==================== alu64bit_seq
Figure 1. Placement by cell class (alu64bit_seq).
Scale bar: 50 µm.
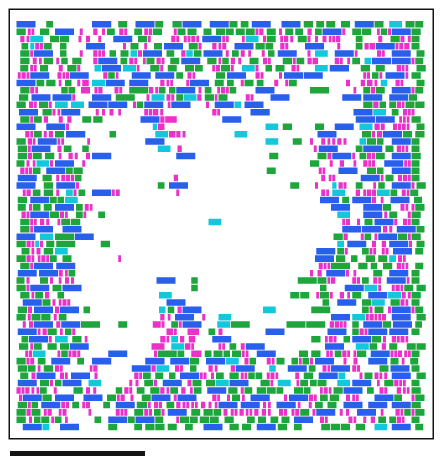

`config.mk`:
```
export PLATFORM = sky130hd
export DESIGN_NAME = alu64bit_seq
export DESIGN_NICKNAME = d
export VERILOG_FILES = /design/src/rtl/alu64bit_pkg.sv /design/src/rtl/alu64bit_seq.sv
export SDC_FILE = /design/constraint.sdc
export NUM_CORES = 1
export LEC_CHECK = 0
export CORE_AREA = 2 2 155 157
export CTS_BUF_LIST = sky130_fd_sc_hd__clkbuf_4 sky130_fd_sc_hd__clkbuf_8
export CTS_CLUSTER_DIAMETER = 200
export DETAILED_ROUTE_END_ITERATION = 7
export DIE_AREA = 0 0 157 159
export GPL_ROUTABILITY_DRIVEN = 0
export PLACE_DENSITY = 0.78
export SYNTH_ARGS = -nofsm -noshare
export SYNTH_HDL_FRONTEND = slang
export SYNTH_SLANG_ARGS = --single-unit
```
`constraint.sdc`:
```
create_clock -name clk -period 1.85 [get_ports clk]
set_clock_uncertainty 0.15 [all_clocks]
set_input_delay 0.185 -clock clk [delete_from_list [all_inputs] [get_ports clk]]
set_output_delay 0.185 -clock clk [all_outputs]
set_load 0.05 [all_outputs]
```
`src/rtl/alu64bit_pkg.sv`:
```
// Shared types and constants for the alu64bit datapath and its sequential front-end.
package alu64bit_pkg;

  typedef enum logic [1:0] {IDLE, EXEC, RESP} seq_state_t;

  localparam logic [1:0] OP_ADD = 2'b00;
  localparam logic [1:0] OP_SUB = 2'b01;
  localparam logic [1:0] OP_AND = 2'b10;
  localparam logic [1:0] OP_XOR = 2'b11;

  localparam int ALU_WIDTH = 64;

endpackage

```
`src/rtl/alu64bit_seq.sv`:
```
// Registered handshake front-end for alu64bit with carry chaining across beats
// and a forced chain break after MAX_WORDS beats.
module alu64bit_seq
  import alu64bit_pkg::*;
#(
  parameter int WIDTH     = ALU_WIDTH,
  parameter int MAX_WORDS = 4,
  parameter int IDX_W     = $clog2(MAX_WORDS)
) (
  input  logic             clk,
  input  logic             rst,
  input  logic             in_valid,
  output logic             in_ready,
  input  logic [WIDTH-1:0] in_a,
  input  logic [WIDTH-1:0] in_b,
  input  logic [1:0]       in_op,
  input  logic             in_cin,
  input  logic             in_last,
  output logic [WIDTH-1:0] alu_a,
  output logic [WIDTH-1:0] alu_b,
  output logic [1:0]       alu_op,
  output logic             alu_cin,
  input  logic [WIDTH-1:0] alu_s,
  input  logic             alu_cout,
  output logic             out_valid,
  input  logic             out_ready,
  output logic [WIDTH-1:0] out_s,
  output logic             out_cout,
  output logic             out_last,
  output logic [IDX_W-1:0] out_idx,
  output logic             err
);

  seq_state_t       state_q;
  logic             in_ready_q, out_valid_q, out_cout_q, out_last_q, err_q;
  logic [WIDTH-1:0] alu_a_q, alu_b_q, out_s_q;
  logic [1:0]       alu_op_q;
  logic             alu_cin_q;
  logic [IDX_W-1:0] out_idx_q, idx_q;
  logic             carry_q, first_q, beat_last_q, force_q;
  logic             chain_end;

  assign chain_end = (idx_q == IDX_W'(MAX_WORDS - 1));

  always_ff @(posedge clk) begin
    if (rst) begin
      state_q     <= IDLE;
      in_ready_q  <= 1'b1;
      alu_a_q     <= '0;
      alu_b_q     <= '0;
      alu_op_q    <= '0;
      alu_cin_q   <= 1'b0;
      out_valid_q <= 1'b0;
      out_s_q     <= '0;
      out_cout_q  <= 1'b0;
      out_last_q  <= 1'b0;
      out_idx_q   <= '0;
      err_q       <= 1'b0;
      carry_q     <= 1'b0;
      first_q     <= 1'b1;
      idx_q       <= '0;
      beat_last_q <= 1'b0;
      force_q     <= 1'b0;
    end else begin
      case (state_q)
        IDLE: begin
          if (in_valid) begin
            alu_a_q     <= in_a;
            alu_b_q     <= in_b;
            alu_op_q    <= in_op;
            alu_cin_q   <= first_q ? in_cin : carry_q;
            beat_last_q <= in_last | chain_end;
            force_q     <= chain_end & ~in_last;
            in_ready_q  <= 1'b0;
            state_q     <= EXEC;
          end
        end
        EXEC: begin
          // ALU output has settled from the registers loaded on entry
          out_s_q     <= alu_s;
          out_cout_q  <= alu_cout;
          out_last_q  <= beat_last_q;
          out_idx_q   <= idx_q;
          out_valid_q <= 1'b1;
          carry_q     <= alu_cout;
          if (beat_last_q) begin
            first_q <= 1'b1;
            idx_q   <= '0;
          end else begin
            first_q <= 1'b0;
            idx_q   <= idx_q + IDX_W'(1);
          end
          if (force_q) err_q <= 1'b1;
          state_q <= RESP;
        end
        RESP: begin
          if (out_ready) begin
            out_valid_q <= 1'b0;
            in_ready_q  <= 1'b1;
            state_q     <= IDLE;
          end
        end
        default: state_q <= IDLE;
      endcase
    end
  end

  assign in_ready  = in_ready_q;
  assign alu_a     = alu_a_q;
  assign alu_b     = alu_b_q;
  assign alu_op    = alu_op_q;
  assign alu_cin   = alu_cin_q;
  assign out_valid = out_valid_q;
  assign out_s     = out_s_q;
  assign out_cout  = out_cout_q;
  assign out_last  = out_last_q;
  assign out_idx   = out_idx_q;
  assign err       = err_q;

endmodule
```
==================== nibble_add_sched
`src/rtl/nibble_add_sched_pkg.sv`:
```
// Shared definitions for the nibble-serial add scheduler.
//   - state_e        : scheduler FSM states
//   - NibblesDefault : default operand width in nibbles
//   - ReqId0/ReqId1  : requester identifiers reported on rsp_id
package nibble_add_sched_pkg;

    localparam int unsigned NibblesDefault = 4;

    localparam logic ReqId0 = 1'b0;
    localparam logic ReqId1 = 1'b1;

    typedef enum logic [1:0] {
        StIdle = 2'd0,
        StRun  = 2'd1,
        StDone = 2'd2
    } state_e;

endpackage

```
`src/rtl/nibble_add_sched_adder.sv`:
```
// Combinational 4-bit adder with carry-in; the only adder in the scheduler.
// Ports:
//   a, b : 4-bit addends
//   cin  : carry-in
//   sum  : 4-bit sum
//   cout : carry-out
module nibble_adder (
    input  logic [3:0] a,
    input  logic [3:0] b,
    input  logic       cin,
    output logic [3:0] sum,
    output logic       cout
);

    logic [4:0] full;

    assign full = {1'b0, a} + {1'b0, b} + {4'b0000, cin};
    assign sum  = full[3:0];
    assign cout = full[4];

endmodule

```
`src/rtl/nibble_add_sched.sv`:
```
// Two-requester add scheduler. Requests are arbitrated round-robin and the
// granted operands are summed one nibble per cycle (LSB nibble first) through a
// single shared 4-bit adder. The result is held on the response port until the
// consumer accepts it.
// Ports:
//   clk, rst                    : clock, synchronous active-high reset
//   reqN_valid/ready            : request handshake for requester N (0, 1)
//   reqN_a, reqN_b, reqN_cin    : operands and carry-in for requester N
//   rsp_valid/ready             : response handshake
//   rsp_sum, rsp_cout, rsp_id   : result, carry-out, owning requester
// NIBBLES legal range is 2..8.
module nibble_add_sched
    import nibble_add_sched_pkg::*;
#(
    parameter int unsigned NIBBLES = NibblesDefault
) (
    input  logic                 clk,
    input  logic                 rst,
    input  logic                 req0_valid,
    output logic                 req0_ready,
    input  logic [4*NIBBLES-1:0] req0_a,
    input  logic [4*NIBBLES-1:0] req0_b,
    input  logic                 req0_cin,
    input  logic                 req1_valid,
    output logic                 req1_ready,
    input  logic [4*NIBBLES-1:0] req1_a,
    input  logic [4*NIBBLES-1:0] req1_b,
    input  logic                 req1_cin,
    output logic                 rsp_valid,
    input  logic                 rsp_ready,
    output logic [4*NIBBLES-1:0] rsp_sum,
    output logic                 rsp_cout,
    output logic                 rsp_id
);

    localparam int unsigned W       = 4 * NIBBLES;
    localparam logic [2:0]  LastIdx = 3'(NIBBLES - 1);

    state_e         state_q, state_d;
    logic [W-1:0]   a_q, a_d;
    logic [W-1:0]   b_q, b_d;
    logic [W-1:0]   sum_q, sum_d;
    logic [2:0]     idx_q, idx_d;
    logic           carry_q, carry_d;
    logic           cout_q, cout_d;
    logic           id_q, id_d;
    logic           last_grant_q, last_grant_d;

    logic           grant0, grant1;
    logic [3:0]     nib_a, nib_b, nib_sum;
    logic           nib_cout;

    // On a tie the requester that did not win last time gets the grant.
    assign grant1 = req1_valid & (~req0_valid | ~last_grant_q);
    assign grant0 = req0_valid & ~grant1;

    assign nib_a = a_q[4*idx_q +: 4];
    assign nib_b = b_q[4*idx_q +: 4];

    nibble_adder u_adder (
        .a    (nib_a),
        .b    (nib_b),
        .cin  (carry_q),
        .sum  (nib_sum),
        .cout (nib_cout)
    );

    always_comb begin
        state_d      = state_q;
        a_d          = a_q;
        b_d          = b_q;
        sum_d        = sum_q;
        idx_d        = idx_q;
        carry_d      = carry_q;
        cout_d       = cout_q;
        id_d         = id_q;
        last_grant_d = last_grant_q;
        unique case (state_q)
            StIdle: begin
                if (grant0 || grant1) begin
                    a_d          = grant1 ? req1_a : req0_a;
                    b_d          = grant1 ? req1_b : req0_b;
                    carry_d      = grant1 ? req1_cin : req0_cin;
                    id_d         = grant1 ? ReqId1 : ReqId0;
                    idx_d        = 3'd0;
                    last_grant_d = grant1;
                    state_d      = StRun;
                end
            end
            StRun: begin
                sum_d[4*idx_q +: 4] = nib_sum;
                carry_d             = nib_cout;
                idx_d               = idx_q + 3'd1;
                if (idx_q == LastIdx) begin
                    cout_d  = nib_cout;
                    state_d = StDone;
                end
            end
            StDone: begin
                if (rsp_ready) begin
                    state_d = StIdle;
                end
            end
            default: state_d = StIdle;
        endcase
    end

    always_ff @(posedge clk) begin
        if (rst) begin
            state_q      <= StIdle;
            a_q          <= '0;
            b_q          <= '0;
            sum_q        <= '0;
            idx_q        <= 3'd0;
            carry_q      <= 1'b0;
            cout_q       <= 1'b0;
            id_q         <= ReqId0;
            last_grant_q <= 1'b1;
        end else begin
            state_q      <= state_d;
            a_q          <= a_d;
            b_q          <= b_d;
            sum_q        <= sum_d;
            idx_q        <= idx_d;
            carry_q      <= carry_d;
            cout_q       <= cout_d;
            id_q         <= id_d;
            last_grant_q <= last_grant_d;
        end
    end

    // Outputs are forced low while rst is high, so stale state from an aborted
    // operation never reaches either port during the reset cycle itself.
    assign req0_ready = ~rst & (state_q == StIdle) & grant0;
    assign req1_ready = ~rst & (state_q == StIdle) & grant1;
    assign rsp_valid  = ~rst & (state_q == StDone);
    assign rsp_sum    = rst ? '0 : sum_q;
    assign rsp_cout   = ~rst & cout_q;
    assign rsp_id     = ~rst & id_q;

endmodule
```
`config.mk`:
```
export PLATFORM = sky130hd
export DESIGN_NAME = nibble_add_sched
export DESIGN_NICKNAME = d
export VERILOG_FILES = /design/src/rtl/nibble_add_sched_pkg.sv /design/src/rtl/nibble_add_sched_adder.sv /design/src/rtl/nibble_add_sched.sv
export SDC_FILE = /design/constraint.sdc
export NUM_CORES = 1
export LEC_CHECK = 0
export ABC_AREA = 1
export CAP_MARGIN = 20
export CORE_ASPECT_RATIO = 0.8
export CORE_MARGIN = 10
export CORE_UTILIZATION = 30
export CTS_CLUSTER_DIAMETER = 40
export DETAILED_ROUTE_END_ITERATION = 8
export HOLD_SLACK_MARGIN = 0.02
export PLACE_DENSITY = 0.53
export SKIP_CTS_REPAIR_TIMING = 1
export SLEW_MARGIN = 20
export SYNTH_ARGS = -nofsm -noshare
export SYNTH_HDL_FRONTEND = slang
export SYNTH_SLANG_ARGS = --single-unit
```
`constraint.sdc`:
```
create_clock -name clk -period 3.9 [get_ports clk]
set_clock_uncertainty 0.1 [all_clocks]
set_input_delay 0.39 -clock clk [delete_from_list [all_inputs] [get_ports clk]]
set_output_delay 0.39 -clock clk [all_outputs]
set_load 0.02 [all_outputs]
```
==================== mapu_res_tx
**config.mk**
```make
export PLATFORM = sky130hd
export DESIGN_NAME = mapu_res_tx
export DESIGN_NICKNAME = d
export VERILOG_FILES = /design/src/rtl/mapu_res_tx.sv
export SDC_FILE = /design/constraint.sdc
export NUM_CORES = 1
export LEC_CHECK = 0
export ABC_AREA = 1
export CAP_MARGIN = 10
export CORE_MARGIN = 2
export CORE_UTILIZATION = 24
export CTS_CLUSTER_DIAMETER = 80
export DETAILED_ROUTE_END_ITERATION = 10
export HOLD_SLACK_MARGIN = 0.08
export MAX_ROUTING_LAYER = met4
export PLACE_DENSITY_LB_ADDON = 0.08
export SYNTH_ARGS = -nofsm -noshare
export SYNTH_HDL_FRONTEND = slang
export SYNTH_SLANG_ARGS = --single-unit
```
**constraint.sdc**
```tcl
create_clock -name clk -period 2 [get_ports clk]
set_input_delay 0.2 -clock clk [delete_from_list [all_inputs] [get_ports clk]]
set_output_delay 0.2 -clock clk [all_outputs]
set_load 0.05 [all_outputs]
```
**src/rtl/mapu_res_tx.sv**
```systemverilog
// Result transmitter: captures one DIM x DIM result matrix from the MAPU core
// and streams its elements row-major over a valid/ready interface.
module mapu_res_tx #(
    parameter int DATA_WIDTH = 32,
    parameter int DIM        = 3
) (
    input  logic                          clk,
    input  logic                          reset_n,
    input  logic                          in_vld,
    output logic                          in_rdy,
    input  logic [DIM*DIM*DATA_WIDTH-1:0] in_mat,
    input  logic                          in_ovf,
    input  logic                          flush,
    output logic                          out_vld,
    input  logic                          out_rdy,
    output logic [DATA_WIDTH-1:0]         out_r,
    output logic                          out_last,
    output logic                          out_ovf,
    output logic                          busy,
    output logic [15:0]                   mat_count
);

    localparam int NEL = DIM * DIM;
    localparam int IW  = $clog2(NEL);
    localparam logic [IW-1:0] LAST = IW'(NEL - 1);

    typedef enum logic {IDLE, SEND} state_t;

    state_t                             state;
    logic [IW-1:0]                      idx;
    logic [NEL-1:0][DATA_WIDTH-1:0]     mat_q;
    logic                               ovf_q;

    // Element mux reads only the captured copy, so in_mat may change freely in SEND.
    assign out_r    = mat_q[idx];
    assign out_last = out_vld && (idx == LAST);
    assign out_ovf  = ovf_q;

    always_ff @(posedge clk or negedge reset_n) begin
        if (!reset_n) begin
            state     <= IDLE;
            idx       <= '0;
            mat_q     <= '0;
            ovf_q     <= 1'b0;
            mat_count <= '0;
            in_rdy    <= 1'b1;
            out_vld   <= 1'b0;
            busy      <= 1'b0;
        end else begin
            case (state)
                IDLE: begin
                    // flush wins over a pending capture
                    if (!flush && in_vld && in_rdy) begin
                        mat_q   <= in_mat;
                        ovf_q   <= in_ovf;
                        idx     <= '0;
                        state   <= SEND;
                        in_rdy  <= 1'b0;
                        out_vld <= 1'b1;
                        busy    <= 1'b1;
                    end
                end
                SEND: begin
                    if (flush) begin
                        idx     <= '0;
                        state   <= IDLE;
                        in_rdy  <= 1'b1;
                        out_vld <= 1'b0;
                        busy    <= 1'b0;
                    end else if (out_rdy) begin
                        if (idx == LAST) begin
                            idx       <= '0;
                            state     <= IDLE;
                            mat_count <= mat_count + 16'd1;
                            in_rdy    <= 1'b1;
                            out_vld   <= 1'b0;
                            busy      <= 1'b0;
                        end else begin
                            idx <= idx + 1'b1;
                        end
                    end
                end
                default: state <= IDLE;
            endcase
        end
    end

endmodule

```
==================== instruction_encoder
[src/rtl/instruction_encoder_pkg.sv]
// -----------------------------------------------------------------------------
// instruction_encoder_pkg
// Shared types for the instruction encode/decode path:
//   instruction_t  - decoded instruction fields (opcode, rd, rs1, rs2, funct3, funct7)
//   alu_ops        - ALU operation enum shared with the execute stage
//   instr_fmt_t    - RV32I encoding format tag (R, I, S, B, U, J)
//   enc_state_t    - encoder control states
//   OPC_*          - RV32I base opcodes
//   fits_signed()  - immediate range helper (is v a sign-extension from bit msb?)
// -----------------------------------------------------------------------------
package instruction_encoder_pkg;

  typedef struct packed {
    logic [6:0] opcode;
    logic [4:0] rd;
    logic [4:0] rs1;
    logic [4:0] rs2;
    logic [2:0] funct3;
    logic [6:0] funct7;
  } instruction_t;

  typedef enum logic [3:0] {
    ALU_ADD, ALU_SUB, ALU_SLL, ALU_SLT, ALU_SLTU,
    ALU_XOR, ALU_SRL, ALU_SRA, ALU_OR,  ALU_AND
  } alu_ops;

  typedef enum logic [2:0] {
    FMT_R, FMT_I, FMT_S, FMT_B, FMT_U, FMT_J
  } instr_fmt_t;

  typedef enum logic [1:0] {
    ST_IDLE, ST_ACTIVE, ST_FULL
  } enc_state_t;

  localparam logic [6:0] OPC_LOAD   = 7'h03;
  localparam logic [6:0] OPC_OP_IMM = 7'h13;
  localparam logic [6:0] OPC_AUIPC  = 7'h17;
  localparam logic [6:0] OPC_STORE  = 7'h23;
  localparam logic [6:0] OPC_OP     = 7'h33;
  localparam logic [6:0] OPC_LUI    = 7'h37;
  localparam logic [6:0] OPC_BRANCH = 7'h63;
  localparam logic [6:0] OPC_JALR   = 7'h67;
  localparam logic [6:0] OPC_JAL    = 7'h6F;

  // True when bits [31:msb] of v are all zero or all one, i.e. v is the
  // sign-extension of v[msb:0].
  function automatic logic fits_signed(input logic [31:0] v, input logic [4:0] msb);
    logic [31:0] mask;
    logic [31:0] upper;
    mask  = 32'hFFFF_FFFF << msb;
    upper = v & mask;
    return (upper == 32'h0000_0000) || (upper == mask);
  endfunction

endpackage

[src/rtl/instruction_encoder_imm_pack.sv]
// -----------------------------------------------------------------------------
// imm_pack
// Combinational RV32I field packer. Scatters the decoded fields and the
// immediate into a 32-bit instruction word according to the format tag and
// flags immediates that do not fit the chosen format (the truncated word is
// still produced).
// Ports:
//   fmt_i        format tag
//   instr_i      decoded fields
//   imm_i        immediate (signed byte offset or value)
//   word_o       packed instruction word
//   range_err_o  immediate out of range for fmt_i
// -----------------------------------------------------------------------------
module imm_pack
  import instruction_encoder_pkg::*;
(
  input  instr_fmt_t   fmt_i,
  input  instruction_t instr_i,
  input  logic [31:0]  imm_i,
  output logic [31:0]  word_o,
  output logic         range_err_o
);

  // Format-dependent bit scatter and range check.
  always_comb begin
    word_o      = 32'h0000_0000;
    range_err_o = 1'b0;
    case (fmt_i)
      FMT_R: begin
        word_o      = {instr_i.funct7, instr_i.rs2, instr_i.rs1, instr_i.funct3,
                       instr_i.rd, instr_i.opcode};
        range_err_o = 1'b0;
      end
      FMT_I: begin
        word_o      = {imm_i[11:0], instr_i.rs1, instr_i.funct3, instr_i.rd,
                       instr_i.opcode};
        range_err_o = !fits_signed(imm_i, 5'd11);
      end
      FMT_S: begin
        word_o      = {imm_i[11:5], instr_i.rs2, instr_i.rs1, instr_i.funct3,
                       imm_i[4:0], instr_i.opcode};
        range_err_o = !fits_signed(imm_i, 5'd11);
      end
      FMT_B: begin
        word_o      = {imm_i[12], imm_i[10:5], instr_i.rs2, instr_i.rs1,
                       instr_i.funct3, imm_i[4:1], imm_i[11], instr_i.opcode};
        range_err_o = !fits_signed(imm_i, 5'd12) || imm_i[0];
      end
      FMT_U: begin
        word_o      = {imm_i[31:12], instr_i.rd, instr_i.opcode};
        range_err_o = (imm_i[11:0] != 12'h000);
      end
      FMT_J: begin
        word_o      = {imm_i[20], imm_i[10:1], imm_i[11], imm_i[19:12],
                       instr_i.rd, instr_i.opcode};
        range_err_o = !fits_signed(imm_i, 5'd20) || imm_i[0];
      end
      default: begin
        word_o      = 32'h0000_0000;
        range_err_o = 1'b0;
      end
    endcase
  end

endmodule

[src/rtl/instruction_encoder.sv]
// -----------------------------------------------------------------------------
// instruction_encoder
// Accepts decoded instruction fields over valid/ready, packs them into RV32I
// words and writes them to consecutive imem word addresses from start_addr.
// Ports:
//   clk, rst_n           clock, synchronous active-low reset
//   start, start_addr    arm the block and load the write pointer
//   in_valid/in_ready    request handshake; in_instr, in_imm, in_fmt payload
//   mem_valid/mem_ready  imem write handshake; mem_addr, mem_wdata payload
//   count                words accepted by imem since start
//   full                 last imem address has been written
//   imm_err, err_addr    sticky range error and address of first offender
// -----------------------------------------------------------------------------
module instruction_encoder
  import instruction_encoder_pkg::*;
#(
  parameter int WIDTH      = 32,
  parameter int ADDR_WIDTH = 10
) (
  input  logic                  clk,
  input  logic                  rst_n,
  input  logic                  start,
  input  logic [ADDR_WIDTH-1:0] start_addr,
  input  logic                  in_valid,
  output logic                  in_ready,
  input  instruction_t          in_instr,
  input  logic [31:0]           in_imm,
  input  instr_fmt_t            in_fmt,
  output logic                  mem_valid,
  input  logic                  mem_ready,
  output logic [ADDR_WIDTH-1:0] mem_addr,
  output logic [WIDTH-1:0]      mem_wdata,
  output logic [ADDR_WIDTH:0]   count,
  output logic                  full,
  output logic                  imm_err,
  output logic [ADDR_WIDTH-1:0] err_addr
);

  localparam logic [ADDR_WIDTH-1:0] LAST_ADDR = {ADDR_WIDTH{1'b1}};

  enc_state_t            state_q,     state_d;
  logic [ADDR_WIDTH-1:0] ptr_q,       ptr_d;
  // Set once the last address has been loaded, so the pointer never wraps
  // onto words written earlier in the same pass.
  logic                  ptr_done_q,  ptr_done_d;
  logic                  mem_valid_q, mem_valid_d;
  logic [ADDR_WIDTH-1:0] mem_addr_q,  mem_addr_d;
  logic [WIDTH-1:0]      mem_wdata_q, mem_wdata_d;
  logic [ADDR_WIDTH:0]   count_q,     count_d;
  logic                  full_q,      full_d;
  logic                  imm_err_q,   imm_err_d;
  logic [ADDR_WIDTH-1:0] err_addr_q,  err_addr_d;

  logic [31:0] word_s;
  logic        range_err_s;
  logic        accept_s;
  logic        mem_fire_s;

  imm_pack u_imm_pack (
    .fmt_i       (in_fmt),
    .instr_i     (in_instr),
    .imm_i       (in_imm),
    .word_o      (word_s),
    .range_err_o (range_err_s)
  );

  assign in_ready   = (state_q == ST_ACTIVE) && !start && !ptr_done_q &&
                      (!mem_valid_q || mem_ready);
  assign accept_s   = in_valid && in_ready;
  assign mem_fire_s = mem_valid_q && mem_ready;

  // Next-state computation for the control FSM, pointer and output register.
  always_comb begin
    state_d     = state_q;
    ptr_d       = ptr_q;
    ptr_done_d  = ptr_done_q;
    mem_valid_d = mem_valid_q;
    mem_addr_d  = mem_addr_q;
    mem_wdata_d = mem_wdata_q;
    count_d     = count_q;
    full_d      = full_q;
    imm_err_d   = imm_err_q;
    err_addr_d  = err_addr_q;
    if (start) begin
      // start wins in every state and discards any pending word
      state_d     = ST_ACTIVE;
      ptr_d       = start_addr;
      ptr_done_d  = 1'b0;
      mem_valid_d = 1'b0;
      count_d     = '0;
      full_d      = 1'b0;
      imm_err_d   = 1'b0;
      err_addr_d  = '0;
    end else begin
      case (state_q)
        ST_IDLE: begin
          state_d = ST_IDLE;
        end
        ST_ACTIVE: begin
          if (mem_fire_s) begin
            count_d     = count_q + 1'b1;
            mem_valid_d = 1'b0;
            if (mem_addr_q == LAST_ADDR) begin
              state_d = ST_FULL;
              full_d  = 1'b1;
            end else begin
              state_d = ST_ACTIVE;
            end
          end else begin
            count_d = count_q;
          end
          if (accept_s) begin
            mem_valid_d = 1'b1;
            mem_addr_d  = ptr_q;
            mem_wdata_d = word_s;
            ptr_d       = ptr_q + 1'b1;
            ptr_done_d  = (ptr_q == LAST_ADDR);
            if (range_err_s) begin
              imm_err_d = 1'b1;
              // only the first offender is remembered
              if (!imm_err_q) begin
                err_addr_d = ptr_q;
              end else begin
                err_addr_d = err_addr_q;
              end
            end else begin
              imm_err_d = imm_err_q;
            end
          end else begin
            ptr_d = ptr_q;
          end
        end
        ST_FULL: begin
          state_d = ST_FULL;
        end
        default: begin
          state_d     = ST_IDLE;
          mem_valid_d = 1'b0;
        end
      endcase
    end
  end

  // State and output registers with synchronous active-low reset.
  always_ff @(posedge clk) begin
    if (!rst_n) begin
      state_q     <= ST_IDLE;
      ptr_q       <= '0;
      ptr_done_q  <= 1'b0;
      mem_valid_q <= 1'b0;
      mem_addr_q  <= '0;
      mem_wdata_q <= '0;
      count_q     <= '0;
      full_q      <= 1'b0;
      imm_err_q   <= 1'b0;
      err_addr_q  <= '0;
    end else begin
      state_q     <= state_d;
      ptr_q       <= ptr_d;
      ptr_done_q  <= ptr_done_d;
      mem_valid_q <= mem_valid_d;
      mem_addr_q  <= mem_addr_d;
      mem_wdata_q <= mem_wdata_d;
      count_q     <= count_d;
      full_q      <= full_d;
      imm_err_q   <= imm_err_d;
      err_addr_q  <= err_addr_d;
    end
  end

  assign mem_valid = mem_valid_q;
  assign mem_addr  = mem_addr_q;
  assign mem_wdata = mem_wdata_q;
  assign count     = count_q;
  assign full      = full_q;
  assign imm_err   = imm_err_q;
  assign err_addr  = err_addr_q;

endmodule

[config.mk]
export PLATFORM = sky130hd
export DESIGN_NAME = instruction_encoder
export DESIGN_NICKNAME = d
export VERILOG_FILES = /design/src/rtl/instruction_encoder_pkg.sv /design/src/rtl/instruction_encoder_imm_pack.sv /design/src/rtl/instruction_encoder.sv
export SDC_FILE = /design/constraint.sdc
export NUM_CORES = 1
export LEC_CHECK = 0
export CAP_MARGIN = 20
export CORE_ASPECT_RATIO = 0.7
export CORE_UTILIZATION = 40
export CTS_CLUSTER_DIAMETER = 50
export CTS_CLUSTER_SIZE = 40
export DETAILED_ROUTE_END_ITERATION = 16
export PLACE_DENSITY = 0.77
export SETUP_SLACK_MARGIN = 0.02
export SLEW_MARGIN = 30
export SYNTH_ARGS = -nofsm -noshare
export SYNTH_HDL_FRONTEND = slang
export SYNTH_SLANG_ARGS = --single-unit
[constraint.sdc]
create_clock -name clk -period 1.85 [get_ports clk]
set_input_delay 0.185 -clock clk [delete_from_list [all_inputs] [get_ports clk]]
set_output_delay 0.185 -clock clk [all_outputs]
set_load 0.01 [all_outputs]

==> notes/layouts.md <==
Pictures saved along the way, in no particular order.

Placement by cell class.
(a)
Scale bar: 20 µm.
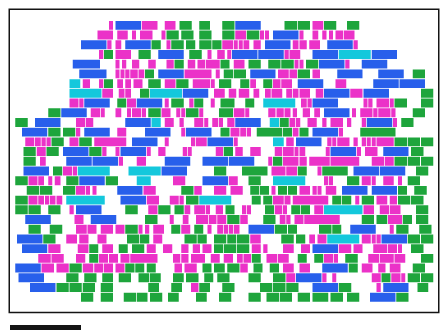
(b)
Scale bar: 50 µm.
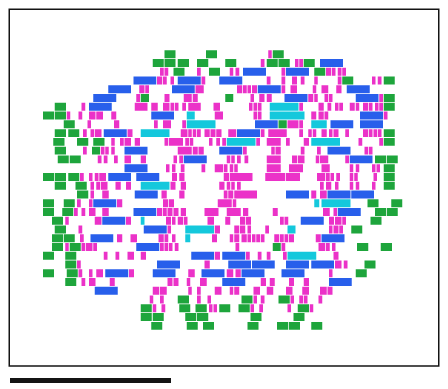
(c)
Scale bar: 100 µm.
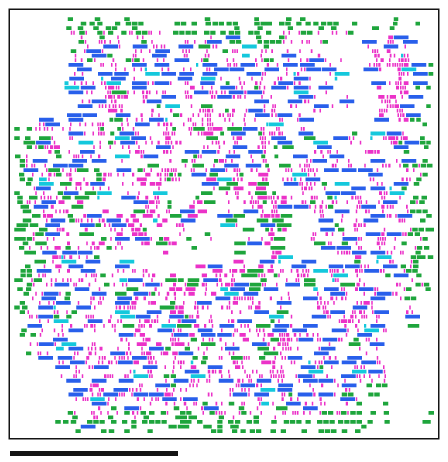
Of these, fewest cells: (b)
Of these, highest utilization: (a)
- (a) = instruction_encoder
- (b) = nibble_add_sched
- (c) = mapu_res_tx

Figure 2. Congestion heat map (mapu_res_tx).
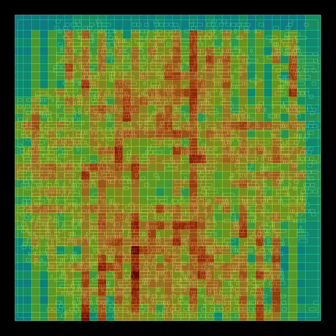
GR Util met1: 0.2876
post-detailed-route wirelength per cell: 20.58 µm
global-route usage over all layers: 0.2107
routing usage on met2: 0.3158
GRT Max-Usage Layer: met2

==> impl_metrics.env, mapu_res_tx <==
# source this file to load flow results
export IMPL_layout_drive_gt1_share=0.1566
export IMPL_finalSetupViolCount=33
export IMPL_comb_area_frac=0.3060
export IMPL_required_time_reported_for_the_critical_path_endpoint_ns=1.80
export IMPL_sequential_fraction_of_design_power=0.300
export IMPL_regMostFlops="mat_q"
export IMPL_run_status="complete, but fails checks"
export IMPL_failed_checks="setup timing"
export IMPL_ant_nets=0
export IMPL_clk_insertion_delay_late_ns=0.57
export IMPL_seq_pwr_mw=10.9
export IMPL_highest_layer="met4"
export IMPL_power_share_switching=0.4348
export IMPL_worst_r2r_setup_slack_ns=0.04
export IMPL_detail_route_first_pass_iterations=5
export IMPL_tool_warnings=31
export IMPL_synthesis_area_per_instance_um2=7.229
export IMPL_overflow=0
export IMPL_route_detailed_vias_per_inst=4.396
export IMPL_crit_family="buffers and inverters"
export IMPL_clk_power_mw=7.16
export IMPL_timing_critical_path_cells="inv_2, buf_12, ha_2, nand3_4, buf_4, nor2_1, buf_4, buf_12"
export IMPL_cts_sinks=312
export IMPL_floorplan_core_util=0.2431
export IMPL_cts_setup_buffers=3
export IMPL_p_per_area_mw_per_mm2=1573
export IMPL_post_cts_resized_instances=155
export IMPL_layout_cells_most_common="nand2_1"
export IMPL_timing_max_slew_rel_slack=0.6647
export IMPL_placed_cells=3222
export IMPL_crit_start_category="flip-flop"
export IMPL_clock_power_share=0.197
export IMPL_fin_ws_ns=-0.5374
export IMPL_grtUsageMet3=0.04603
export IMPL_min_delay_path_class="input pin to async pin"
export IMPL_yosys_area_share_simple=0.3568
[mapu_res_tx: cells in the mapped netlist (5+ instances only)]
cell type | count | share of area
inv_1 | 119 | 0.030
xor2_1 | 5 | 0.0029
xnor2_1 | 6 | 0.0035
nor2_1 | 275 | 0.069
nand2_1 | 980 | 0.24
dfrtp_1 | 311 | 0.52
clkbuf_1 | 21 | 0.0052
nand4_1 | 5 | 0.0021
o21ai_0 | 132 | 0.044
nand3_1 | 108 | 0.036
buf_2 | 89 | 0.030
buf_4 | 6 | 0.0030
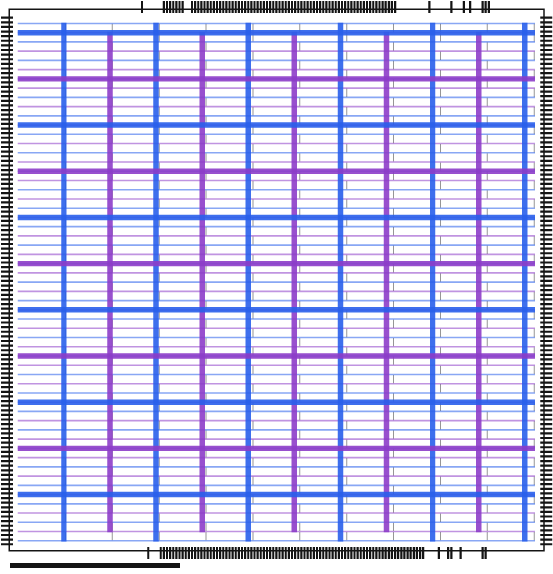
Figure 3: alu64bit_seq, power grid.
Scale bar: 50 µm. Pins as bars on the die edge. Tap cells in grey.
[VSS] blue
[VDD] purple
met4 straps: 11
signal pins: 403
met5 straps: 11
tap cells: 319
rows: 56

## Picture notes: Figure 1
[clock drivers and dummy loads] cyan | cells: 65 | share of their area: 6.5%
[other buffers and delay cells] green | cells: 436 | share of their area: 35%
[all other logic] magenta | cells: 630 | share of their area: 23%
[flops] blue | cells: 209 | share of their area: 36%
core footprint: 0.02319 mm²
area of all placed cells without fillers: 0.01215 mm²
share of the final layout cell area in sequential cells: 0.3443
final design utilization: 0.5240

==> impl_metrics.env, alu64bit_seq <==
# source this file to load flow results
export IMPL_detail_route_first_pass_iterations=4
export IMPL_power_combinational_total_mw=2.49
export IMPL_cts_inserted_buffers=37
export IMPL_grt_usage=0.1847
export IMPL_max_slew_worst_pin_slew_ns=0.5446
export IMPL_run_status="finished clean"
export IMPL_first_pass_grt_wire_length_mm=37.16
export IMPL_dominant_cells="flip-flops and latches"
export IMPL_largest_area_cell="dfxtp_1"
export IMPL_layout_drive_gt1_share=0.1478
export IMPL_ys_cells=908
export IMPL_fin_worst_hold_slack_ns=0.06360
export IMPL_synthesis_area_per_instance_um2=8.001
export IMPL_period_used=0.9321
export IMPL_timing_max_slew_rel_slack=0.6369
export IMPL_clock_power_share=0.371
==> alu64bit_seq: cell families (layout without fill, tap and decap cells) <==
kind of cell               count (synthesis)  in the layout  share of synthesized area
DFF                                      209            209                     0.5760
and+or+nand+nor                          420            420                     0.2237
buffers and inverters                     69            501                    0.05288
muxes                                      1              1                   0.001378
adders and majority gates                  1              1                   0.001722
AOI/OAI and AO/OA                        208            208                     0.1443
other                                      0              3                          0
==> alu64bit_seq: sequential cells by signal, summed over array words and instances, names as in the netlist, 2 cells and up <==
name     flops
out_s       64
alu_op       2
alu_b       64
state_q      2
idx_q        2
out_idx      2
alu_a       64
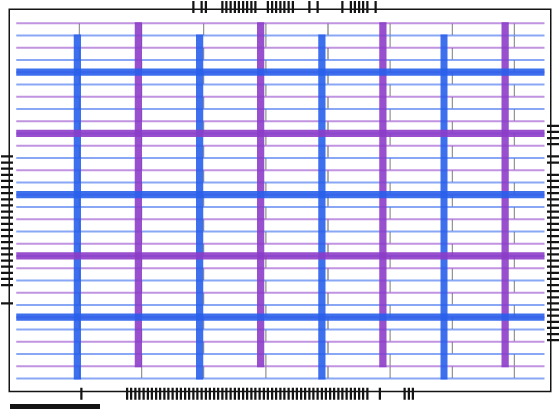
Figure 4: instruction_encoder, power grid.
Scale bar: 20 µm. Pins as bars on the die edge. Tap cells in grey.
[VDD] purple
[VSS] blue
rows: 29
met4 straps: 8
met1 rails: 30
signal pins: 149
tap cells: 124
core footprint: 0.009253 mm²
maximum resistive drop on vdd: 598.0 µV
Die X: 119.9 µm

==> impl_metrics.env, instruction_encoder <==
# source this file to load flow results
export IMPL_final_weighted_congestion_in_routability_driven_placement=0.9373
export IMPL_crit_family="AND-OR/OR-AND gates"
export IMPL_flop_area_mm2=0.001584
export IMPL_run_status="complete, but fails checks"
export IMPL_worstRegToRegCells=8
export IMPL_overflow=0
export IMPL_worst_path_largest_cell_delay_ns=0.39
export IMPL_topCellsByArea="dfxtp_1, nand2_1, nor2_1, a221oi_1, mux2i_1"
export IMPL_dominant_cells="logic gates"
export IMPL_first_global_vias=4094
export IMPL_logic_gate_count=335
export IMPL_min_delay_worst_endpoint="mem_wdata[13]"
export IMPL_cts_root_buffer="clkbuf_16"
export IMPL_cts_inserted_buffers=9
export IMPL_cts_setup_buffers=3
export IMPL_syn_area_mm2=0.003892
export IMPL_p_per_area_mw_per_mm2=689.2
export IMPL_ys_warnings_count=0
export IMPL_enable_flop_cells=0
export IMPL_fin_ws_ns=-0.05780
export IMPL_worstReg2RegStart="state_q[1]"
export IMPL_worst_setup_path_startpoint="state_q[1]"
export IMPL_proportion_of_synthesized_area_in_mux_cells=0.03343
export IMPL_synth_comb_largest_family="simple AND/OR/NAND/NOR gates"
export IMPL_mappedNetlistNets=543
export IMPL_finalSetupViolCount=3
export IMPL_routing_usage_on_met2=0.4060
export IMPL_synth_seq_cells=79
export IMPL_top_usage_layer="met2"
export IMPL_hold_buffers=0
export IMPL_critical_path_reg2reg_endpoint="err_addr[2]"
export IMPL_drt_first_iter_violations=319
export IMPL_hold_path_startpoint="in_imm[13]"
export IMPL_area_of_all_placed_cells_without_fillers_mm2=0.006386
export IMPL_failed_checks="setup timing"
export IMPL_synthTopCellsByCount="dfxtp_1, nand2_1, nor2_1"
export IMPL_max_slew_worst_pin_slew_ns=0.4378
export IMPL_largest_area_cell="dfxtp_1"
export IMPL_yosys_area_share_simple=0.2437
instruction_encoder: where the power goes:
group | leakage (nW) | internal [mW] | switching [mW]
logic | 1.66 | 0.371 | 0.286
registers | 0.642 | 1.74 | 0.0393
clock network | 0.155 | 1.20 | 0.762
instruction_encoder: metal layers:
metal	part of all wire	vias to the layer above
li1	-	2061
met1	0.46	2056
met2	0.45	169
met3	0.079	13
met4	0.012	0
met5	0	-
instruction_encoder: flip-flops by register name (all words and copies together) (netlist names):
name        count
mem_addr       10
mem_wdata      32
err_addr       10
full            1
count          11
state_q         2
imm_err         1
mem_valid       1
ptr_q          10
ptr_done_q      1
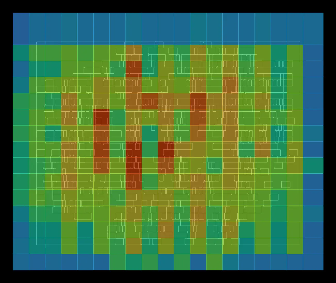
Figure 5: nibble_add_sched, congestion heat map.
GR Util met1: 0.1664
final design utilization: 0.4432
routing usage on met2: 0.1831
GRT Max-Usage Layer: met2

==> impl_metrics.env, nibble_add_sched <==
# source this file to load flow results
export IMPL_finish_net_count=614
export IMPL_period_used=0.7264
export IMPL_ys_cells=451
export IMPL_tapCellCount=136
export IMPL_detail_route_first_pass_iterations=4
export IMPL_proportion_of_synthesized_area_in_mux_cells=0
export IMPL_grt_usage=0.1265
export IMPL_design_power_total_mw=1.873
export IMPL_synth_dominant_cell_count="nand2_1"
export IMPL_synthTopCellsByCount="nand2_1, nor2_1, dfxtp_1"
export IMPL_report_final_hold_viol_count=0
export IMPL_post_layout_nonfiller_instances=672
export IMPL_required_time_reported_for_the_critical_path_endpoint_ns=3.41
export IMPL_dieArea_mm2=0.01466
export IMPL_fin_worst_hold_slack_ns=0.3563
export IMPL_topCellsByArea="dfxtp_1, nand2_1, o21ai_0, nor2_1, a31oi_1"
export IMPL_p_per_area_mw_per_mm2=430.7
export IMPL_worstRegToRegCells=12
export IMPL_synth_largest_type_area_fraction=0.3732
export IMPL_run_status="finished clean"
export IMPL_power_switching_uw=550.8
export IMPL_ys_dominant_reg_cell="dfxtp_1"
export IMPL_post_synth_inst_count=451
export IMPL_fin_ws_ns=1.067
export IMPL_min_delay_worst_endpoint="sum_q[2]"
export IMPL_dominant_cells="logic gates"
export IMPL_clkSlewWorstSetupHoldPaths_ns=0.05
export IMPL_timing_critical_path_fanout_max=35
export IMPL_largest_area_cell="dfxtp_1"
export IMPL_yosys_cell_types_count=33
export IMPL_layout_filler_cells=1020
export IMPL_preCtsSetupSlack_ns=1.036
export IMPL_yosys_area_share_xor_xnor=0
export IMPL_cts_sinks=57
export IMPL_hold_path_startpoint="sum_q[2]"
export IMPL_io_buffers=91
export IMPL_seq_area_frac=0.2624
export IMPL_floorplan_die_width_um=132.9
export IMPL_worstReg2RegStart="idx_q[0]"
export IMPL_ant_nets=0
export IMPL_cts_tree="built"
export IMPL_cts_inserted_buffers=9
export IMPL_max_slew_worst_pin_slew_ns=0.9478
## nibble_add_sched: critical path, delay by kind of cell
family | cells | cell delay, ns
buffers and inverters | 3 | 1.50
and+or+nand+nor | 4 | 0.45
## nibble_add_sched: sequential cells by signal, summed over array words and instances, names as in the netlist
register / flops
carry_q: 1
b_q: 16
sum_q: 16
idx_q: 3
a_q: 16
last_grant_q: 1
cout_q: 1
id_q: 1
state_q: 2
## nibble_add_sched: metal layers
layer	share of wire	vias to the layer above	routed length, µm
met5	0	-	0
met4	0.0020	0	18
met3	0.081	2	745
met2	0.41	82	3743
met1	0.51	1332	4657
li1	-	1643	-

==================== reg_bank_wr_arbiter
`src/rtl/reg_bank_wr_arbiter.sv`:
```
// Arbitrates NREQ requesters onto one registered write port of an NREGS-entry bank. Grants are same-cycle and combinational; the enable, clear and data outputs are registered one cycle later.
// Stall and bank_clr block grants, and pending requests wait. The REGARB_FIXED_PRIO_EN macro replaces round-robin with fixed lowest-index priority.
module reg_bank_wr_arbiter #(
  parameter int NREQ  = 4,
  parameter int NREGS = 8,
  parameter int AW    = 3,
  parameter int DW    = 11
) (
  input  logic               CLK,
  input  logic               clear,
  input  logic [NREQ-1:0]    req,
  input  logic [NREQ*AW-1:0] req_addr,
  input  logic [NREQ*DW-1:0] req_data,
  input  logic               bank_clr,
  input  logic               stall,
  output logic [NREQ-1:0]    gnt,
  output logic [NREGS-1:0]   reg_en,
  output logic [NREGS-1:0]   reg_clr,
  output logic [DW-1:0]      wr_data,
  output logic               err_oob
);

  localparam int PW = (NREQ > 1) ? $clog2(NREQ) : 1;

  logic             w_arb_ok;
  logic             w_any;
  logic [PW-1:0]    w_gidx;
  logic [PW-1:0]    w_ri;
  logic [NREQ-1:0]  w_gnt;
  logic [AW-1:0]    w_addr;
  logic [DW-1:0]    w_data;
  logic [NREGS-1:0] w_en;
  logic             w_oob;
  int               w_idx;

`ifndef REGARB_FIXED_PRIO_EN
  logic [PW-1:0]    r_ptr;
`endif

  // Clear beats both stall and writes; reset suppresses grants outright.
  assign w_arb_ok = !clear && !stall && !bank_clr;

  always_comb begin
    w_any  = 1'b0;
    w_gidx = '0;
    w_gnt  = '0;
    w_idx  = 0;
    w_ri   = '0;
    for (int k = 0; k < NREQ; k++) begin
`ifdef REGARB_FIXED_PRIO_EN
      w_idx = k;
`else
      w_idx = int'(r_ptr) + k;
      if (w_idx >= NREQ) w_idx = w_idx - NREQ;
`endif
      w_ri = PW'(w_idx);
      if (w_arb_ok && !w_any && req[w_ri]) begin
        w_any       = 1'b1;
        w_gidx      = w_ri;
        w_gnt[w_ri] = 1'b1;
      end
    end
  end

  always_comb begin
    w_addr = '0;
    w_data = '0;
    for (int i = 0; i < NREQ; i++) begin
      if (w_gnt[i]) begin
        w_addr = req_addr[i*AW +: AW];
        w_data = req_data[i*DW +: DW];
      end
    end
  end

  // An address that matches no register decodes to an empty enable, which is the out-of-range case.
  always_comb begin
    w_en = '0;
    for (int j = 0; j < NREGS; j++) begin
      w_en[j] = w_any && (w_addr == AW'(j));
    end
  end

  assign w_oob = w_any && (w_en == '0);
  assign gnt   = w_gnt;

  always_ff @(posedge CLK) begin
    if (clear) begin
      reg_en  <= '0;
      reg_clr <= '0;
      wr_data <= '0;
      err_oob <= 1'b0;
`ifndef REGARB_FIXED_PRIO_EN
      r_ptr   <= '0;
`endif
    end else begin
      reg_en  <= w_en;
      reg_clr <= {NREGS{bank_clr}};
      if (w_any) wr_data <= w_data;
      if (w_oob) err_oob <= 1'b1;
`ifndef REGARB_FIXED_PRIO_EN
      if (w_any) r_ptr <= (w_gidx == PW'(NREQ - 1)) ? '0 : w_gidx + 1'b1;
`endif
    end
  end

endmodule

```
`config.mk`:
```
export PLATFORM = sky130hd
export DESIGN_NAME = reg_bank_wr_arbiter
export DESIGN_NICKNAME = d
export VERILOG_FILES = /design/src/rtl/reg_bank_wr_arbiter.sv
export SDC_FILE = /design/constraint.sdc
export NUM_CORES = 1
export LEC_CHECK = 0
export CORE_MARGIN = 2
export CORE_UTILIZATION = 39
export CTS_CLUSTER_SIZE = 20
export DETAILED_ROUTE_END_ITERATION = 7
export GPL_ROUTABILITY_DRIVEN = 0
export PLACE_DENSITY = 0.83
export SKIP_CTS_REPAIR_TIMING = 1
export SYNTH_ARGS = -nofsm -noshare
export SYNTH_HDL_FRONTEND = slang
export SYNTH_SLANG_ARGS = --single-unit
```
`constraint.sdc`:
```
create_clock -name CLK -period 3.7 [get_ports CLK]
set_input_delay 0.555 -clock CLK [delete_from_list [all_inputs] [get_ports CLK]]
set_output_delay 0.555 -clock CLK [all_outputs]
set_load 0.01 [all_outputs]
```
==================== tdm_demux_2ch
===== config.mk =====
export PLATFORM = sky130hd
export DESIGN_NAME = tdm_demux_2ch
export DESIGN_NICKNAME = d
export VERILOG_FILES = /design/src/rtl/dsd_pkg.sv /design/src/rtl/frame_counter.sv /design/src/rtl/tdm_demux_2ch.sv
export SDC_FILE = /design/constraint.sdc
export NUM_CORES = 1
export LEC_CHECK = 0
export CAP_MARGIN = 0
export CORE_MARGIN = 2
export CORE_UTILIZATION = 30
export DETAILED_ROUTE_END_ITERATION = 8
export HOLD_SLACK_MARGIN = 0.03
export PLACE_DENSITY_LB_ADDON = 0.25
export SLEW_MARGIN = 20
export SYNTH_ARGS = -nofsm -noshare
export SYNTH_HDL_FRONTEND = slang
export SYNTH_HIERARCHICAL = 1
export SYNTH_SLANG_ARGS = --single-unit
export TNS_END_PERCENT = 100

===== constraint.sdc =====
create_clock -name clk -period 1.6 [get_ports clk]
set_input_delay 0.32 -clock clk [delete_from_list [all_inputs] [get_ports clk]]
set_output_delay 0.32 -clock clk [all_outputs]
set_load 0.05 [all_outputs]

===== src/rtl/dsd_pkg.sv =====
// Shared definitions for the 2-channel TDM receive path: FSM encoding and default widths.
package dsd_pkg;

    localparam int unsigned WIDTH_DEF = 8;
    localparam int unsigned CNT_W_DEF = 8;

    typedef enum logic [1:0] {
        HUNT    = 2'b00,
        EXP_CH1 = 2'b01,
        EXP_CH0 = 2'b10
    } state_t;

endpackage


===== src/rtl/frame_counter.sv =====
// Wrapping event counter with enable and synchronous active-low clear.
module frame_counter #(
    parameter int unsigned W = 8
) (
    input  logic         clk,
    input  logic         rst_n,
    input  logic         en,
    output logic [W-1:0] cnt
);

    always_ff @(posedge clk) begin
        if (!rst_n) begin
            cnt <= '0;
        end else if (en) begin
            cnt <= cnt + W'(1);
        end
    end

endmodule


===== src/rtl/tdm_demux_2ch.sv =====
// 2-channel TDM receiver: aligns on frame_sync, steers slot 0/1 onto dout0/dout1 with a valid strobe.
module tdm_demux_2ch
    import dsd_pkg::*;
#(
    parameter int unsigned WIDTH = WIDTH_DEF,
    parameter int unsigned CNT_W = CNT_W_DEF
) (
    input  logic             clk,
    input  logic             rst_n,
    input  logic [WIDTH-1:0] din,
    input  logic             din_valid,
    input  logic             frame_sync,
    output logic [WIDTH-1:0] dout0,
    output logic [WIDTH-1:0] dout1,
    output logic             dout_valid,
    output logic             sync_err,
    output logic [CNT_W-1:0] frame_cnt
);

    state_t           state, state_nxt;
    logic [WIDTH-1:0] hold0, hold0_nxt;
    logic [WIDTH-1:0] dout0_nxt, dout1_nxt;
    logic             dout_valid_nxt, sync_err_nxt;
    logic             frame_done_c;

    // State, channel-0 holding register and registered outputs
    always_ff @(posedge clk) begin
        if (!rst_n) begin
            state      <= HUNT;
            hold0      <= '0;
            dout0      <= '0;
            dout1      <= '0;
            dout_valid <= 1'b0;
            sync_err   <= 1'b0;
        end else begin
            state      <= state_nxt;
            hold0      <= hold0_nxt;
            dout0      <= dout0_nxt;
            dout1      <= dout1_nxt;
            dout_valid <= dout_valid_nxt;
            sync_err   <= sync_err_nxt;
        end
    end

    // Slot sequencing; idle cycles leave everything but the strobes untouched
    always_comb begin
        state_nxt      = state;
        hold0_nxt      = hold0;
        dout0_nxt      = dout0;
        dout1_nxt      = dout1;
        dout_valid_nxt = 1'b0;
        sync_err_nxt   = 1'b0;
        frame_done_c   = 1'b0;
        if (din_valid) begin
            case (state)
                HUNT: begin
                    if (frame_sync) begin
                        hold0_nxt = din;
                        state_nxt = EXP_CH1;
                    end
                end
                EXP_CH1: begin
                    if (frame_sync) begin
                        // re-align on the newer slot-0 sample
                        sync_err_nxt = 1'b1;
                        hold0_nxt    = din;
                    end else begin
                        dout0_nxt      = hold0;
                        dout1_nxt      = din;
                        dout_valid_nxt = 1'b1;
                        frame_done_c   = 1'b1;
                        state_nxt      = EXP_CH0;
                    end
                end
                EXP_CH0: begin
                    if (frame_sync) begin
                        hold0_nxt = din;
                        state_nxt = EXP_CH1;
                    end else begin
                        sync_err_nxt = 1'b1;
                        state_nxt    = HUNT;
                    end
                end
                default: begin
                    state_nxt = HUNT;
                end
            endcase
        end
    end

    frame_counter #(
        .W(CNT_W)
    ) u_frame_counter (
        .clk   (clk),
        .rst_n (rst_n),
        .en    (frame_done_c),
        .cnt   (frame_cnt)
    );

endmodule



## Gallery

Power grid.
Scale bar: 20 µm. Pins as bars on the die edge. Tap cells in grey.
panel A
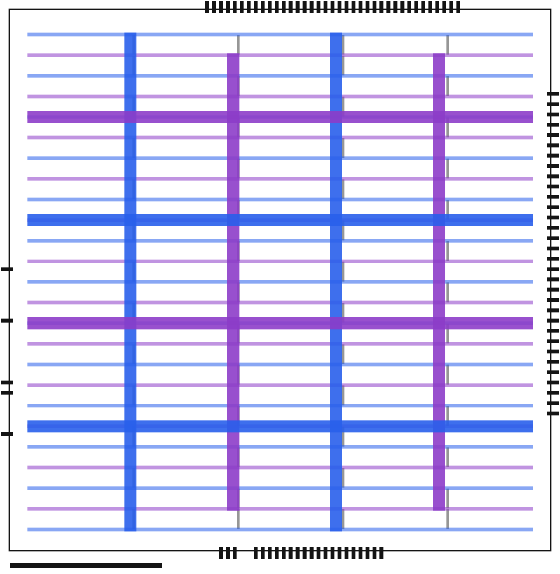
panel B
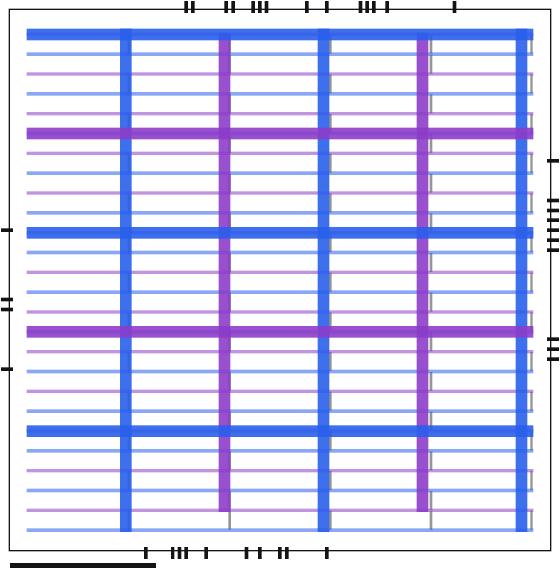
| from | picture |
|---|---|
| tdm_demux_2ch | panel B |
| reg_bank_wr_arbiter | panel A |

Figure 6. Placement by cell class (reg_bank_wr_arbiter).
Scale bar: 20 µm.
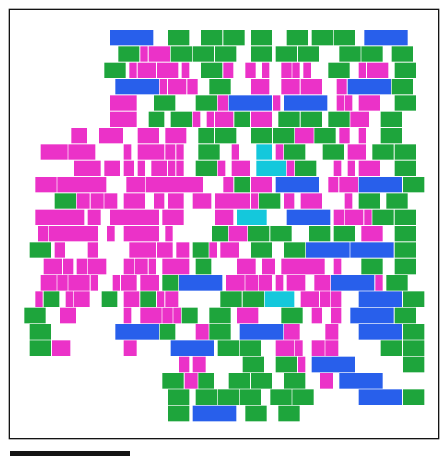
[other buffers and delay cells] green | cells: 109 | share of their area: 38%
[clock drivers and dummy loads] cyan | cells: 4 | share of their area: 1.8%
[flops] blue | cells: 23 | share of their area: 17%
[all other logic] magenta | cells: 161 | share of their area: 43%
area of all placed cells without fillers: 0.002813 mm²
final design utilization: 0.6460

==> impl_metrics.env, reg_bank_wr_arbiter <==
# source this file to load flow results
export IMPL_drt_first_iter_violations=97
export IMPL_seq_pwr_uw=266
export IMPL_cts_sinks=23
export IMPL_post_layout_nonfiller_instances=349
export IMPL_timing_setup_tns_ns=0
export IMPL_routing_usage_on_met2=0.3899
export IMPL_worst_path_cell_with_the_longest_stage_delay="clkdlybuf4s50_1"
export IMPL_synth_adder_area_share=0.04968
export IMPL_ant_nets=0
export IMPL_largest_register_ff_count=11
export IMPL_layout_filler_cells=382
export IMPL_overflow=0
export IMPL_sequential_fraction_of_design_power=0.383
export IMPL_synth_seq_cells=23
export IMPL_yosys_cell_types_count=47
export IMPL_clock_power_share=0.238
export IMPL_layout_drive_gt1_share=0.1178
export IMPL_crit_family="buffers and inverters"
export IMPL_largest_registers="wr_data x11, reg_en x8"
export IMPL_synth_largest_type_area_fraction=0.2612
export IMPL_crit_type="input pin to output pin"
export IMPL_largestPowerGroup="sequential cells"
export IMPL_run_status="finished clean"
export IMPL_detail_route_first_pass_iterations=4
export IMPL_power_leakage_nw=1.004
export IMPL_top_usage_layer="met2"
export IMPL_route_detailed_drc=0
export IMPL_io_pin_count=96
export IMPL_timing_max_slew_rel_slack=0.6500
export IMPL_power_switching_uw=212.2
export IMPL_cts_tree="built"
export IMPL_ys_cells=206
export IMPL_io_buffers=95
export IMPL_clk_power_uw=165
export IMPL_crit_start_category="input pin"
export IMPL_finish_net_count=369
export IMPL_period_used=0.9638
export IMPL_tool_warnings=32
export IMPL_first_pass_grt_wire_length_mm=9.101
## reg_bank_wr_arbiter: area by class of cell
type	instances	area [µm²]	share of cell area
clock buffer	3	41.29	0.01468
clock inverter	1	7.507	0.002669
inverter	8	30.03	0.01068
multi-input combinational	153	1152	0.4097
sequential	23	460.4	0.1637
tap	52	65.06	0.02313
timing repair buffer	109	1056	0.3754
## reg_bank_wr_arbiter: final timing paths
check / start / end / slack, ns / depth (start not counted)
min: err_oob / err_oob / 0.48 / 1
min reg2reg: err_oob / err_oob / 0.48 / 1
max: req[2] / gnt[1] / 0.13 / 7
max reg2reg: r_ptr[1] / wr_data[10] / 0.51 / 10
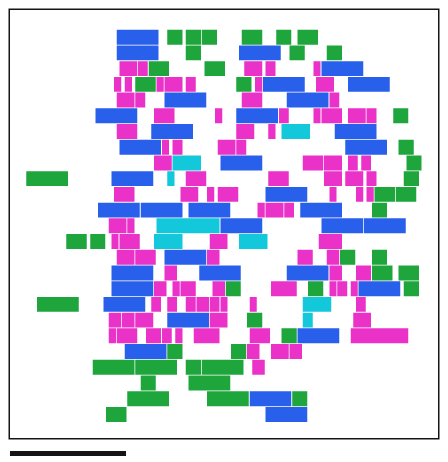
Figure 7: tdm_demux_2ch, placement by cell class.
Scale bar: 20 µm.
[clock drivers and dummy loads] cyan | cells: 8 | share of their area: 5.5%
[flops] blue | cells: 36 | share of their area: 37%
[all other logic] magenta | cells: 97 | share of their area: 34%
[other buffers and delay cells] green | cells: 45 | share of their area: 24%
core footprint: 0.004723 mm²
area of all placed cells without fillers: 0.002047 mm²
share of the final layout cell area in sequential cells: 0.3521
final design utilization: 0.4334

==> impl_metrics.env, tdm_demux_2ch <==
# source this file to load flow results
export IMPL_grt_met1_usage=0.1309
export IMPL_preCtsSetupSlack_ns=-0.3153
export IMPL_largestPowerGroup="sequential cells"
export IMPL_io_buffers=37
export IMPL_ys_chip_area_mm2=0.001473
export IMPL_final_weighted_congestion_in_routability_driven_placement=0.7792
export IMPL_p_per_area_mw_per_mm2=897.3
export IMPL_final_comb_area_um2=661.9
export IMPL_crit_start_category="input pin"
export IMPL_detail_route_wirelength_mm=2.821
export IMPL_clock_power_share=0.420
export IMPL_setup_worst_path_end_class="flip-flop"
export IMPL_post_synth_inst_count=143
export IMPL_clk_buf=6
export IMPL_route_detailed_vias_per_inst=4.439
export IMPL_clk_tree_area_frac=0.05257
export IMPL_num_nonclk_buffers=45
export IMPL_floorplan_die_width_um=74.07
export IMPL_power_leakage_nw=0.8089
export IMPL_cts_root_buffer="clkbuf_8"
export IMPL_layout_drive_gt1_share=0.3441
export IMPL_hold_buffers=0
export IMPL_highest_layer="met4"
export IMPL_synthToLayoutAreaGrowth_pct=39.00
export IMPL_layout_filler_cells=458
export IMPL_dominant_cells="flip-flops and latches"
export IMPL_synth_compound_gate_area_share=0.1317
export IMPL_syn_area_mm2=0.001473
export IMPL_run_status="finished clean"
export IMPL_timing_setup_tns_ns=0
export IMPL_async_flop_share=0
-- tdm_demux_2ch: final timing paths --
path,from,to,slack [ns],cells after the start
worst max-delay path,frame_sync,u_frame_counter/cnt[5],0.05,6
worst min-delay path,hold0[3],dout0[3],0.46,2
worst max register to register,state[0],u_frame_counter/cnt[5],0.25,5
worst min register to register,hold0[3],dout0[3],0.46,2
-- tdm_demux_2ch: critical path, cell delays in order --
cell and delay [ns]:
clkdlybuf4s50_1 0.47, nand4bb_4 0.27, inv_2 0.10, nand4_2 0.12, or3_1 0.34, a21boi_1 0.14


==> screenshots <==
Congestion heat map.
image #1
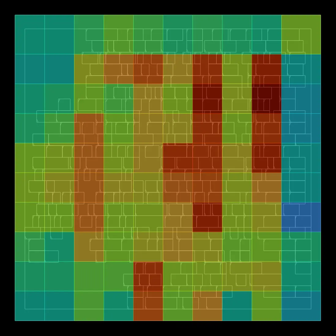
image #2
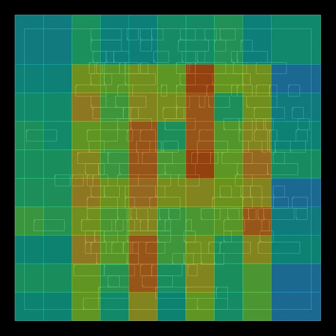
image #3
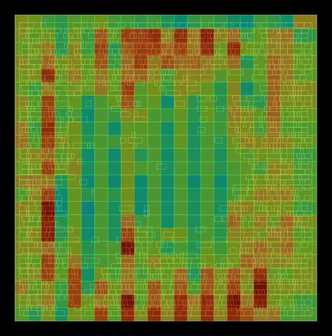
image #4
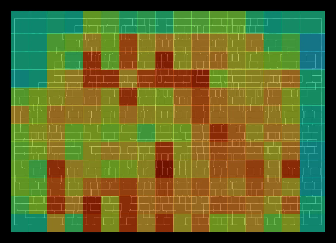
image #4: instruction_encoder
image #1: reg_bank_wr_arbiter
image #2: tdm_demux_2ch
image #3: alu64bit_seq

Power figures rest on the tool's default switching activity, not on a simulated workload.
